==================== block 1
Fig. 1: block 1, placed cells, one colour a class
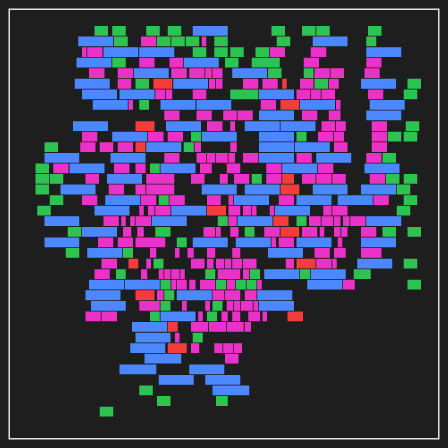
Fig. 2: block 1, clock wires, drivers and flops
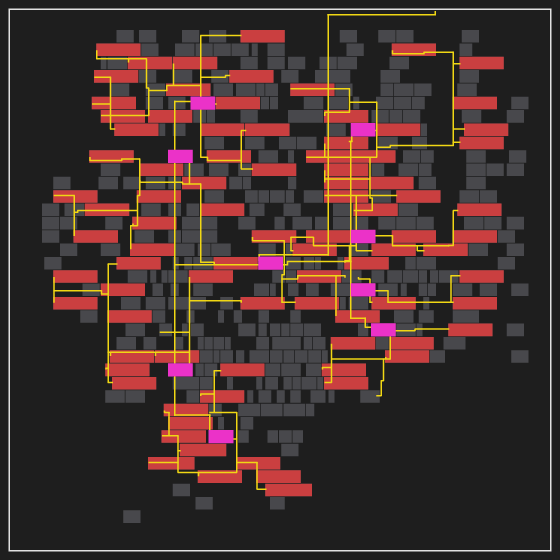
Fig. 3: block 1, signal wires by layer
Scale bar: 20 µm.
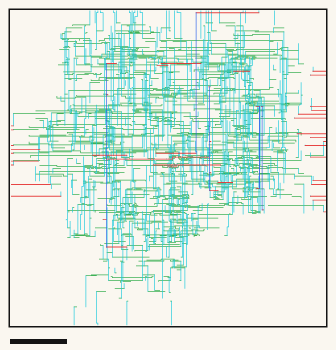
### src/rtl/spi_reg_pkg.sv
// Shared types and constants for the SPI-addressed register bank.
// Holds the controller state encoding, the frame width derivation and the R/W bit values.
package spi_reg_pkg;

    typedef enum logic [2:0] {
        ST_IDLE,
        ST_CMD,
        ST_WR_DATA,
        ST_RD_DATA,
        ST_FLUSH
    } state_e;

    localparam logic RW_WRITE = 1'b1;
    localparam logic RW_READ  = 1'b0;

    function automatic int frame_w(input int addr_w, input int data_w);
        return 1 + addr_w + data_w;
    endfunction

endpackage

### src/rtl/spi_reg_bank_if.sv
// SPI pin bundle between an SPI master and the register bank (mode 0, nCS active-low).
interface spi_reg_bank_if;
    logic COPI;
    logic SCLK;
    logic nCS;
    logic CIPO;
    logic cipo_oe;

    modport master (output COPI, output SCLK, output nCS, input CIPO, input cipo_oe);
    modport slave  (input COPI, input SCLK, input nCS, output CIPO, output cipo_oe);
endinterface

### src/rtl/spi_sync_edge.sv
// Three-flop synchronizer for one asynchronous input with rise/fall detection.
// Edges are detected between stages 2 and 3; the level output is stage 3.
module spi_sync_edge #(
    parameter logic RST_VAL = 1'b0
) (
    input  logic clk,
    input  logic rst_n,
    input  logic din,
    output logic dout,
    output logic rise,
    output logic fall
);

    logic [2:0] sync_q;
    logic [2:0] sync_d;

    always_comb begin
        sync_d = {sync_q[1:0], din};
    end

    always_ff @(posedge clk or negedge rst_n) begin
        if (!rst_n) begin
            sync_q <= {3{RST_VAL}};
        end else begin
            sync_q <= sync_d;
        end
    end

    assign dout = sync_q[2];
    assign rise = sync_q[1] & ~sync_q[2];
    assign fall = ~sync_q[1] & sync_q[2];

endmodule

### src/rtl/spi_reg_bank.sv
// Register bank written and read over a mode-0 SPI slave port, oversampled by clk.
// Frame: R/W bit, address, data, MSB first; writes commit only when nCS rises on a complete frame.
module spi_reg_bank
    import spi_reg_pkg::*;
#(
    parameter int NUM_REGS = 5,
    parameter int DATA_W   = 8,
    parameter int ADDR_W   = 7
) (
    input  logic                         clk,
    input  logic                         rst_n,
    spi_reg_bank_if.slave                spi,
    output logic [NUM_REGS*DATA_W-1:0]   regs_out,
    output logic [NUM_REGS-1:0]          wr_strobe,
    output logic                         err_frame
);

    localparam int FRAME_W = frame_w(ADDR_W, DATA_W);
    localparam int CNT_W   = $clog2(FRAME_W + 2);

    localparam logic [CNT_W-1:0] CNT_CMD  = CNT_W'(1 + ADDR_W);
    localparam logic [CNT_W-1:0] CNT_FULL = CNT_W'(FRAME_W);
    localparam logic [CNT_W-1:0] CNT_MAX  = CNT_W'(FRAME_W + 1);

    logic sclk_lvl, sclk_rise, sclk_fall;
    logic copi_lvl, copi_rise, copi_fall;
    logic ncs_lvl, ncs_rise, ncs_fall;

    spi_sync_edge #(.RST_VAL(1'b0)) u_sync_sclk (
        .clk(clk), .rst_n(rst_n), .din(spi.SCLK),
        .dout(sclk_lvl), .rise(sclk_rise), .fall(sclk_fall)
    );

    spi_sync_edge #(.RST_VAL(1'b0)) u_sync_copi (
        .clk(clk), .rst_n(rst_n), .din(spi.COPI),
        .dout(copi_lvl), .rise(copi_rise), .fall(copi_fall)
    );

    spi_sync_edge #(.RST_VAL(1'b1)) u_sync_ncs (
        .clk(clk), .rst_n(rst_n), .din(spi.nCS),
        .dout(ncs_lvl), .rise(ncs_rise), .fall(ncs_fall)
    );

    // Only the sampled COPI level and the SCLK edges drive the protocol.
    logic unused_sync;
    assign unused_sync = ^{copi_rise, copi_fall, sclk_lvl};

    state_e                 state_q, state_d;
    logic [CNT_W-1:0]       cnt_q, cnt_d;
    logic [FRAME_W-1:0]     shin_q, shin_d;
    logic [DATA_W-1:0]      shout_q, shout_d;
    logic [DATA_W-1:0]      regs_q [NUM_REGS];
    logic [DATA_W-1:0]      regs_d [NUM_REGS];
    logic [NUM_REGS-1:0]    wr_strobe_q, wr_strobe_d;
    logic                   err_q, err_d;

    logic [ADDR_W-1:0]      cmd_addr;
    logic [DATA_W-1:0]      rd_val;
    logic                   frame_rw;
    logic [ADDR_W-1:0]      frame_addr;
    logic [DATA_W-1:0]      frame_data;
    logic                   frame_addr_ok;

    assign cmd_addr      = shin_q[ADDR_W-1:0];
    assign frame_rw      = shin_q[FRAME_W-1];
    assign frame_addr    = shin_q[DATA_W +: ADDR_W];
    assign frame_data    = shin_q[DATA_W-1:0];
    assign frame_addr_ok = int'(frame_addr) < NUM_REGS;

    // Unimplemented addresses read back as zero.
    always_comb begin
        rd_val = '0;
        for (int i = 0; i < NUM_REGS; i++) begin
            if (cmd_addr == ADDR_W'(i)) begin
                rd_val = regs_q[i];
            end
        end
    end

    always_comb begin
        state_d     = state_q;
        cnt_d       = cnt_q;
        shin_d      = shin_q;
        shout_d     = shout_q;
        regs_d      = regs_q;
        wr_strobe_d = '0;
        err_d       = 1'b0;

        if (ncs_fall) begin
            cnt_d = '0;
        end else if (sclk_rise && !ncs_lvl && cnt_q != CNT_MAX) begin
            cnt_d  = cnt_q + 1'b1;
            shin_d = {shin_q[FRAME_W-2:0], copi_lvl};
        end

        unique case (state_q)
            ST_IDLE: begin
                if (ncs_fall) begin
                    state_d = ST_CMD;
                end
            end
            ST_CMD: begin
                if (cnt_q == CNT_CMD) begin
                    if (shin_q[ADDR_W] == RW_READ) begin
                        state_d = ST_RD_DATA;
                        shout_d = rd_val;
                    end else begin
                        state_d = ST_WR_DATA;
                    end
                end
            end
            ST_WR_DATA: begin
            end
            // The fall that follows the last address bit must not shift, or the MSB is lost.
            ST_RD_DATA: begin
                if (sclk_fall && cnt_q > CNT_CMD) begin
                    shout_d = shout_q << 1;
                end
            end
            ST_FLUSH: begin
                state_d = ST_IDLE;
                if (cnt_q == CNT_FULL && frame_addr_ok) begin
                    if (frame_rw == RW_WRITE) begin
                        for (int i = 0; i < NUM_REGS; i++) begin
                            if (frame_addr == ADDR_W'(i)) begin
                                regs_d[i]      = frame_data;
                                wr_strobe_d[i] = 1'b1;
                            end
                        end
                    end
                end else begin
                    err_d = 1'b1;
                end
            end
            default: begin
                state_d = ST_IDLE;
            end
        endcase

        if (ncs_rise) begin
            state_d = ST_FLUSH;
        end
    end

    always_ff @(posedge clk or negedge rst_n) begin
        if (!rst_n) begin
            state_q     <= ST_IDLE;
            cnt_q       <= '0;
            shin_q      <= '0;
            shout_q     <= '0;
            regs_q      <= '{default: '0};
            wr_strobe_q <= '0;
            err_q       <= 1'b0;
        end else begin
            state_q     <= state_d;
            cnt_q       <= cnt_d;
            shin_q      <= shin_d;
            shout_q     <= shout_d;
            regs_q      <= regs_d;
            wr_strobe_q <= wr_strobe_d;
            err_q       <= err_d;
        end
    end

    for (genvar g = 0; g < NUM_REGS; g++) begin : g_regs_out
        assign regs_out[g*DATA_W +: DATA_W] = regs_q[g];
    end

    assign spi.cipo_oe = (state_q == ST_RD_DATA);
    assign spi.CIPO    = (state_q == ST_RD_DATA) & shout_q[DATA_W-1];
    assign wr_strobe   = wr_strobe_q;
    assign err_frame   = err_q;

endmodule

### src/flat_wrapper.sv
// flat-port wrapper written by rule: the top's interface ports become plain ports
module spi_reg_bank_flat import spi_reg_pkg::*;
#(
    parameter int NUM_REGS = 5,
    parameter int DATA_W   = 8,
    parameter int ADDR_W   = 7
)
  (clk, rst_n, regs_out, wr_strobe, err_frame, spi_COPI, spi_SCLK, spi_nCS, spi_CIPO, spi_cipo_oe);
  spi_reg_bank_if spi_i ();
  input  logic clk;
  input  logic rst_n;
  output logic [NUM_REGS*DATA_W-1:0] regs_out;
  output logic [NUM_REGS-1:0] wr_strobe;
  output logic err_frame;
  input wire logic [$bits(spi_i.COPI)-1:0] spi_COPI;
  input wire logic [$bits(spi_i.SCLK)-1:0] spi_SCLK;
  input wire logic [$bits(spi_i.nCS)-1:0] spi_nCS;
  output wire logic [$bits(spi_i.CIPO)-1:0] spi_CIPO;
  output wire logic [$bits(spi_i.cipo_oe)-1:0] spi_cipo_oe;
  assign spi_i.COPI = spi_COPI;
  assign spi_i.SCLK = spi_SCLK;
  assign spi_i.nCS = spi_nCS;
  assign spi_CIPO = spi_i.CIPO;
  assign spi_cipo_oe = spi_i.cipo_oe;
  spi_reg_bank #(.NUM_REGS(NUM_REGS), .DATA_W(DATA_W), .ADDR_W(ADDR_W)) u_core (.clk(clk), .rst_n(rst_n), .spi(spi_i), .regs_out(regs_out), .wr_strobe(wr_strobe), .err_frame(err_frame));
endmodule
### config.mk
export PLATFORM = sky130hd
export DESIGN_NAME = spi_reg_bank_flat
export DESIGN_NICKNAME = d
export VERILOG_FILES = /design/src/rtl/spi_reg_pkg.sv /design/src/rtl/spi_reg_bank_if.sv /design/src/rtl/spi_sync_edge.sv /design/src/rtl/spi_reg_bank.sv /design/src/flat_wrapper.sv
export SDC_FILE = /design/constraint.sdc
export NUM_CORES = 1
export LEC_CHECK = 0
export ABC_AREA = 0
export ABC_CLOCK_PERIOD_IN_PS = 2200
export CORE_MARGIN = 4
export CORE_UTILIZATION = 37
export CTS_BUF_LIST = sky130_fd_sc_hd__clkbuf_8
export DETAILED_ROUTE_END_ITERATION = 8
export PLACE_DENSITY = 0.7
export SLEW_MARGIN = 5
export SYNTH_ARGS = -nofsm -noshare
export SYNTH_HDL_FRONTEND = slang
export SYNTH_SLANG_ARGS = --single-unit
### constraint.sdc
create_clock -name clk -period 2.2 [get_ports clk]
set_clock_uncertainty 0.2 [all_clocks]
set_input_delay 0.22 -clock clk [delete_from_list [all_inputs] [get_ports clk]]
set_output_delay 0.22 -clock clk [all_outputs]
set_load 0.01 [all_outputs]
==> qor.txt <==
TritonCTS Buffers - 9
final setup fails - 1
Cells after Synth - 296
maximum vdd drop - 0.000350 V
hold-fix buffers at CTS - 1
Yosys Chip Area - 0.00386 mm²
fin worst setup slack - -4.71 ps
fin. max-slew vios - 0
nets - 383
worst hold endpoint - u_core.u_sync_ncs.sync_q[0]
most instantiated logic cells after routing - dfrtp_1 (84), mux2_2 (63), clkdlybuf4s50_1 (49)
total power draw - 3.44 mW
Logic pwr share - 0.160
failing checks - negative setup slack
WL final - 8680 µm
Post-synth seq share - 0.566
Post-Synth AOI/OAI Area - 0.0513
Distinct lib cells used - 44
Most used DFF post-synth - dfrtp_1
Die X - 110 µm
status - finished with violations
Basic Gates by Area - 0.128
Placed Cells - 497
min-delay src - spi_nCS
FF-to-FF End - u_core.regs_out[30]
P_seq - 1.86 mW
Top-area cell share - 0.545
top cells by count - dfrtp_1 (84), mux2_2 (64), clkbuf_1 (11), nand3_1 (11), nor2_1 (11)
DR WL met2 - 4080 µm
Clock Path Buffers - 2
asr flop ratio synth - 1.00
Setup Total Neg Slack - -4.71 ps
Startpoint Class - flip-flop
most numerous logic cell after layout - dfrtp_1
Final Critical Period - 2200 ps
max cap viols - 0
clock edge transition at the registers on the reported setup and hold paths - 90 ps
About Fig. 1:
| class | colour | cells | share of their area |
|---|---|---|---|
| other buffers and delay cells | green | 84 | 16% |
| clock drivers and dummy loads | red | 16 | 3.8% |
| combinational and other logic | magenta | 193 | 34% |
| flops | blue | 87 | 45% |
post-route cell area: 0.00498 mm²
Core Util, Final: 0.487
Seq area share: 0.438
Placeable Area: 0.0102 mm²
floorplan row count: 37

About Fig. 2:
[clock wires] yellow | length: 1,010 µm
[clock drivers] magenta | count: 9
[flip-flops] red | count: 87
routed clock nets: 10
clock group power: 1.03 mW
Clk pwr share: 0.299
insertion delay at the late pin of the worst-skew pair: 360 ps

About Fig. 3:
| layer | colour | wire length |
|---|---|---|
| metal 1 | green | 4,090 µm |
| metal 4 | blue | 214 µm |
| metal 3 | red | 299 µm |
| metal 2 | cyan | 4,080 µm |
vias: 2,703
gr usage total: 0.149
wire length per cell: 16.8 µm

-- layout make-up --
type                            instances  area, µm²
Clock inverter                          7       57.6
Clock buffer                            9        124
Sequential cell                        87       2180
Timing Repair Buffer                   84        791
Fill cell                             891       5250
Tap cell                              136        170
Inverter                                9       33.8
Multi-Input combinational cell        184       1620
-- routing by layer --
| metal | up-vias | track usage |
|---|---|---|
| met5 | - | 0 |
| li1 | 1237 | - |
| met3 | 16 | 0.0268 |
| met1 | 1396 | 0.208 |
| met2 | 54 | 0.227 |
| met4 | 0 | 0.0677 |
-- critical path: stages, from the launching register on --
cell,delay (ps)
dfrtp_1,390
or4bb_4,560
nor4_4,260
and3_4,330
mux2_2,360
-- state kept, by name, indices dropped and copies added, names as in the netlist --
name	count
u_core.regs_out	40
u_core.shin_q	16
u_core.shout_q	8
u_core.cnt_q	5
u_core.wr_strobe	5
u_core.state_q	3
u_core.u_sync_copi.sync_q	3
u_core.u_sync_ncs.sync_q	3
u_core.u_sync_sclk.sync_q	3
u_core.err_frame	1

==================== block 2
## config.mk

```make
export PLATFORM = sky130hd
export DESIGN_NAME = chip_seq_gen
export DESIGN_NICKNAME = d
export VERILOG_FILES = /design/src/rtl/chip_seq_gen.sv
export SDC_FILE = /design/constraint.sdc
export NUM_CORES = 1
export LEC_CHECK = 0
export CORE_ASPECT_RATIO = 0.9
export CORE_MARGIN = 2
export CORE_UTILIZATION = 45
export DETAILED_ROUTE_END_ITERATION = 16
export HOLD_SLACK_MARGIN = 0.02
export MAX_ROUTING_LAYER = met4
export SLEW_MARGIN = 20
export SYNTH_ARGS = -nofsm -noshare
export SYNTH_HDL_FRONTEND = slang
export SYNTH_SLANG_ARGS = --single-unit
```

## constraint.sdc

```tcl
create_clock -name clk_s -period 2.11 [get_ports clk_s]
set_clock_uncertainty 0.2 [all_clocks]
set_input_delay 0.422 -clock clk_s [delete_from_list [all_inputs] [get_ports clk_s]]
set_output_delay 0.422 -clock clk_s [all_outputs]
set_load 0.01 [all_outputs]
```

## src/rtl/chip_seq_gen.sv

```systemverilog
// rtl/chip_seq_gen.sv - spreading-code sequencer: writable chip table played out at a divided chip rate
module chip_seq_gen #(
  parameter int DATA_W = 8,
  parameter int ADDR_W = 3,
  parameter int DIV_W  = 8
) (
  input  logic              clk_s,
  input  logic              rst,
  input  logic              wr_en,
  input  logic [ADDR_W-1:0] wr_addr,
  input  logic [DATA_W-1:0] wr_data,
  input  logic              start,
  input  logic              stop,
  input  logic              mode_loop,
  input  logic [ADDR_W-1:0] last_addr,
  input  logic [DIV_W-1:0]  chip_div,
  output logic [DATA_W-1:0] data,
  output logic              chip_stb,
  output logic              seq_start,
  output logic              data_valid,
  output logic              busy,
  output logic              done
);

  typedef enum logic [1:0] {S_IDLE, S_RUN, S_FLUSH} state_t;

  state_t            state_q, state_d;
  logic [DATA_W-1:0] mem [2**ADDR_W];
  logic [DATA_W-1:0] mem_q;
  logic [ADDR_W-1:0] addr_q;
  logic [ADDR_W-1:0] cfg_last;
  logic [DIV_W-1:0]  div_q;
  logic [DIV_W-1:0]  cfg_div;
  logic              cfg_loop;
  logic              p1_valid;
  logic              p1_first;
  logic              start_go;
  logic              issue;
  logic              at_last;
  logic              finish;

  assign start_go = (state_q == S_IDLE) && start && !stop;
  assign issue    = (state_q == S_RUN) && (div_q == '0);
  assign at_last  = (addr_q == cfg_last);
  assign busy     = (state_q != S_IDLE);

  always_ff @(posedge clk_s or posedge rst) begin
    if (rst) state_q <= S_IDLE;
    else     state_q <= state_d;
  end

  // FLUSH waits out the chip period of the final read so the last strobe is never truncated
  always_comb begin
    state_d = state_q;
    finish  = 1'b0;
    case (state_q)
      S_IDLE: begin
        if (start_go) state_d = S_RUN;
      end
      S_RUN: begin
        if (stop)                             state_d = S_IDLE;
        else if (issue && at_last && !cfg_loop) state_d = S_FLUSH;
      end
      S_FLUSH: begin
        if (stop) begin
          state_d = S_IDLE;
        end else if (div_q == cfg_div) begin
          state_d = S_IDLE;
          finish  = 1'b1;
        end
      end
      default: state_d = S_IDLE;
    endcase
  end

  // Table: write-first ordering is not used, a same-address read sees the old word
  always_ff @(posedge clk_s) begin
    if (wr_en) mem[wr_addr] <= wr_data;
    mem_q <= mem[addr_q];
  end

  always_ff @(posedge clk_s or posedge rst) begin
    if (rst) begin
      cfg_loop   <= 1'b0;
      cfg_last   <= '0;
      cfg_div    <= '0;
      addr_q     <= '0;
      div_q      <= '0;
      p1_valid   <= 1'b0;
      p1_first   <= 1'b0;
      data       <= '0;
      chip_stb   <= 1'b0;
      seq_start  <= 1'b0;
      data_valid <= 1'b0;
      done       <= 1'b0;
    end else begin
      if (start_go) begin
        cfg_loop <= mode_loop;
        cfg_last <= last_addr;
        cfg_div  <= chip_div;
      end

      if (state_q != S_IDLE && state_d != S_IDLE)
        div_q <= (div_q == cfg_div) ? '0 : div_q + DIV_W'(1);
      else
        div_q <= '0;

      if (state_d == S_IDLE)
        addr_q <= '0;
      else if (issue)
        addr_q <= at_last ? '0 : addr_q + ADDR_W'(1);

      p1_valid <= issue && !stop;
      p1_first <= issue && (addr_q == '0);
      done     <= finish;

      if (stop && state_q != S_IDLE) begin
        data       <= '0;
        chip_stb   <= 1'b0;
        seq_start  <= 1'b0;
        data_valid <= 1'b0;
      end else begin
        chip_stb  <= p1_valid;
        seq_start <= p1_valid && p1_first;
        if (p1_valid) data <= mem_q;
        if (finish)        data_valid <= 1'b0;
        else if (p1_valid) data_valid <= 1'b1;
      end
    end
  end

endmodule

```

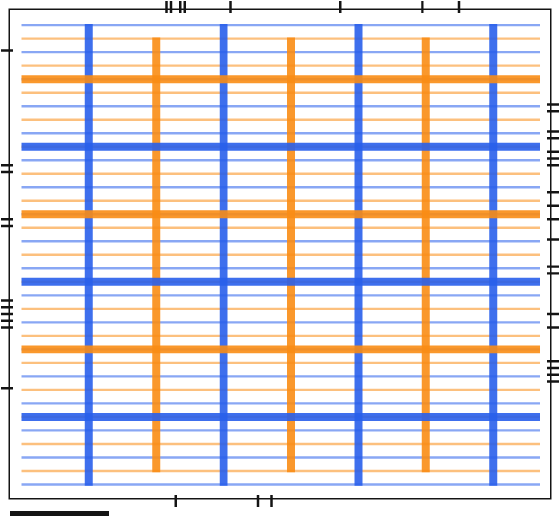
Fig. 4. Supply network (block 2).
Scale bar: 20 µm. Pins as bars on the die edge.
| net | colour |
|---|---|
| VDD | orange |
| VSS | blue |
met5 straps: 6
rows: 34
signal pins: 41
met1 rails: 35
met4 straps: 7
Die Y: 98.3 µm
Placeable Area: 0.00966 mm²
maximum vdd drop: 0.000324 V
Die X: 109 µm

==> qor.txt <==
Worst R2R Path Depth - 6
Power Internal - 3.38 mW
gr ovfl total - 0
fin. max-slew vios - 0
Post-synth seq share - 0.688
DR iter-0 viols - 162
Synth area leader - edfxtp_1
Clk pwr share - 0.276
PD cells - 829 mW/mm²
hold-fix buffers at CTS - 0
OpenROAD warnings - 29
Top-area cell share - 0.433
status - finished clean
CTS H-tree lvls - 3
vias in the first global route - 2,365
pin count of the biggest net entering global routing - 40
top cell type by instance count after synthesis - edfxtp_1
gr usage total - 0.170
Placer Congestion - 0.788
post-synthesis register bit count - 111
CP top delay family - flip-flops
Root Driver - clkbuf_8
Yosys Instances - 270
DR WL met3 - 291 µm
Leak - 1.94 nW
Hold Path Stages - 1
RSZ-0062 raised after global routing - true
share of cells above drive strength 1 - 0.231
Most used DFF post-synth - edfxtp_1
worst hold endpoint - seq_start
cells resized by post-CTS repair - 1
placed cell area - 0.00513 mm²
fin crit share - 0.966
P_sw - 1.03 mW
TritonCTS Buffers - 9
io pins - 41
FF-to-FF End - addr_q[2]
[flip-flops by register name (all words and copies together), names as in the netlist, 2 cells and up]
name and count:
mem_q 8, cfg_div 8, mem 64, div_q 8, addr_q 3, state_q 2
cfg_last 3, data 8
[cells by family after synthesis]
group / Yosys count / share of synthesized area
buffers and inverters: 17 / 0.0161
adder cells (fa/ha/maj): 4 / 0.0113
AND/OR/NAND/NOR: 66 / 0.0854
flip-flops: 111 / 0.688
multiplexers: 44 / 0.150
AND-OR/OR-AND: 11 / 0.0155
XOR/XNOR: 17 / 0.0335
[layout make-up]
cell class	instances	area [µm²]	share of cell area
tap	126	158	0.0296
clock inverter	6	60.1	0.0113
sequential	111	3060	0.574
multi-input combinational	142	1320	0.248
inverter	8	30.0	0.00564
clock buffer	10	128	0.0240
timing repair buffer	61	569	0.107
[worst max path at each step]
stage               depth (start not counted)  startpoint    endpoint  slack [ps]
CTS                                         2  state_q[0]        busy          40
floorplan                                   4   addr_q[0]    mem_q[0]         200
global route                                6    div_q[1]   addr_q[2]           6
finish                                      2  state_q[0]        busy          70
detailed placement                          6    div_q[1]   addr_q[2]         130
global placement                            4       start  cfg_div[6]         170


==> gallery <==
Routing congestion map.
picture 1
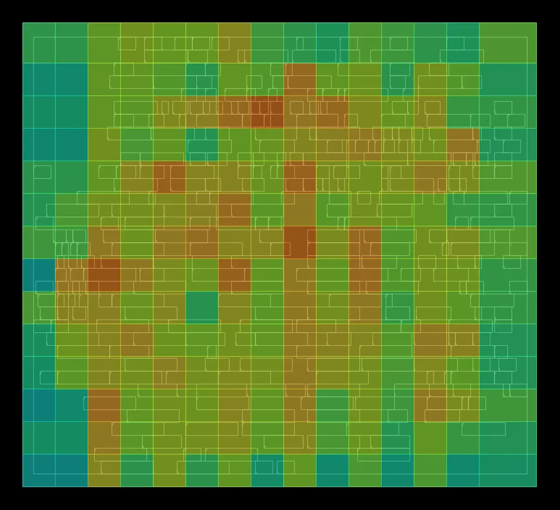
picture 2
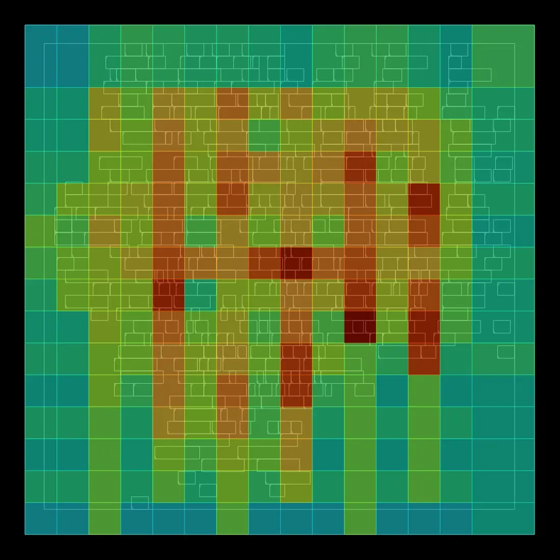
Picture 2 is block 1.
Picture 1 is block 2.

Power is estimated from default activity; no workload was simulated.
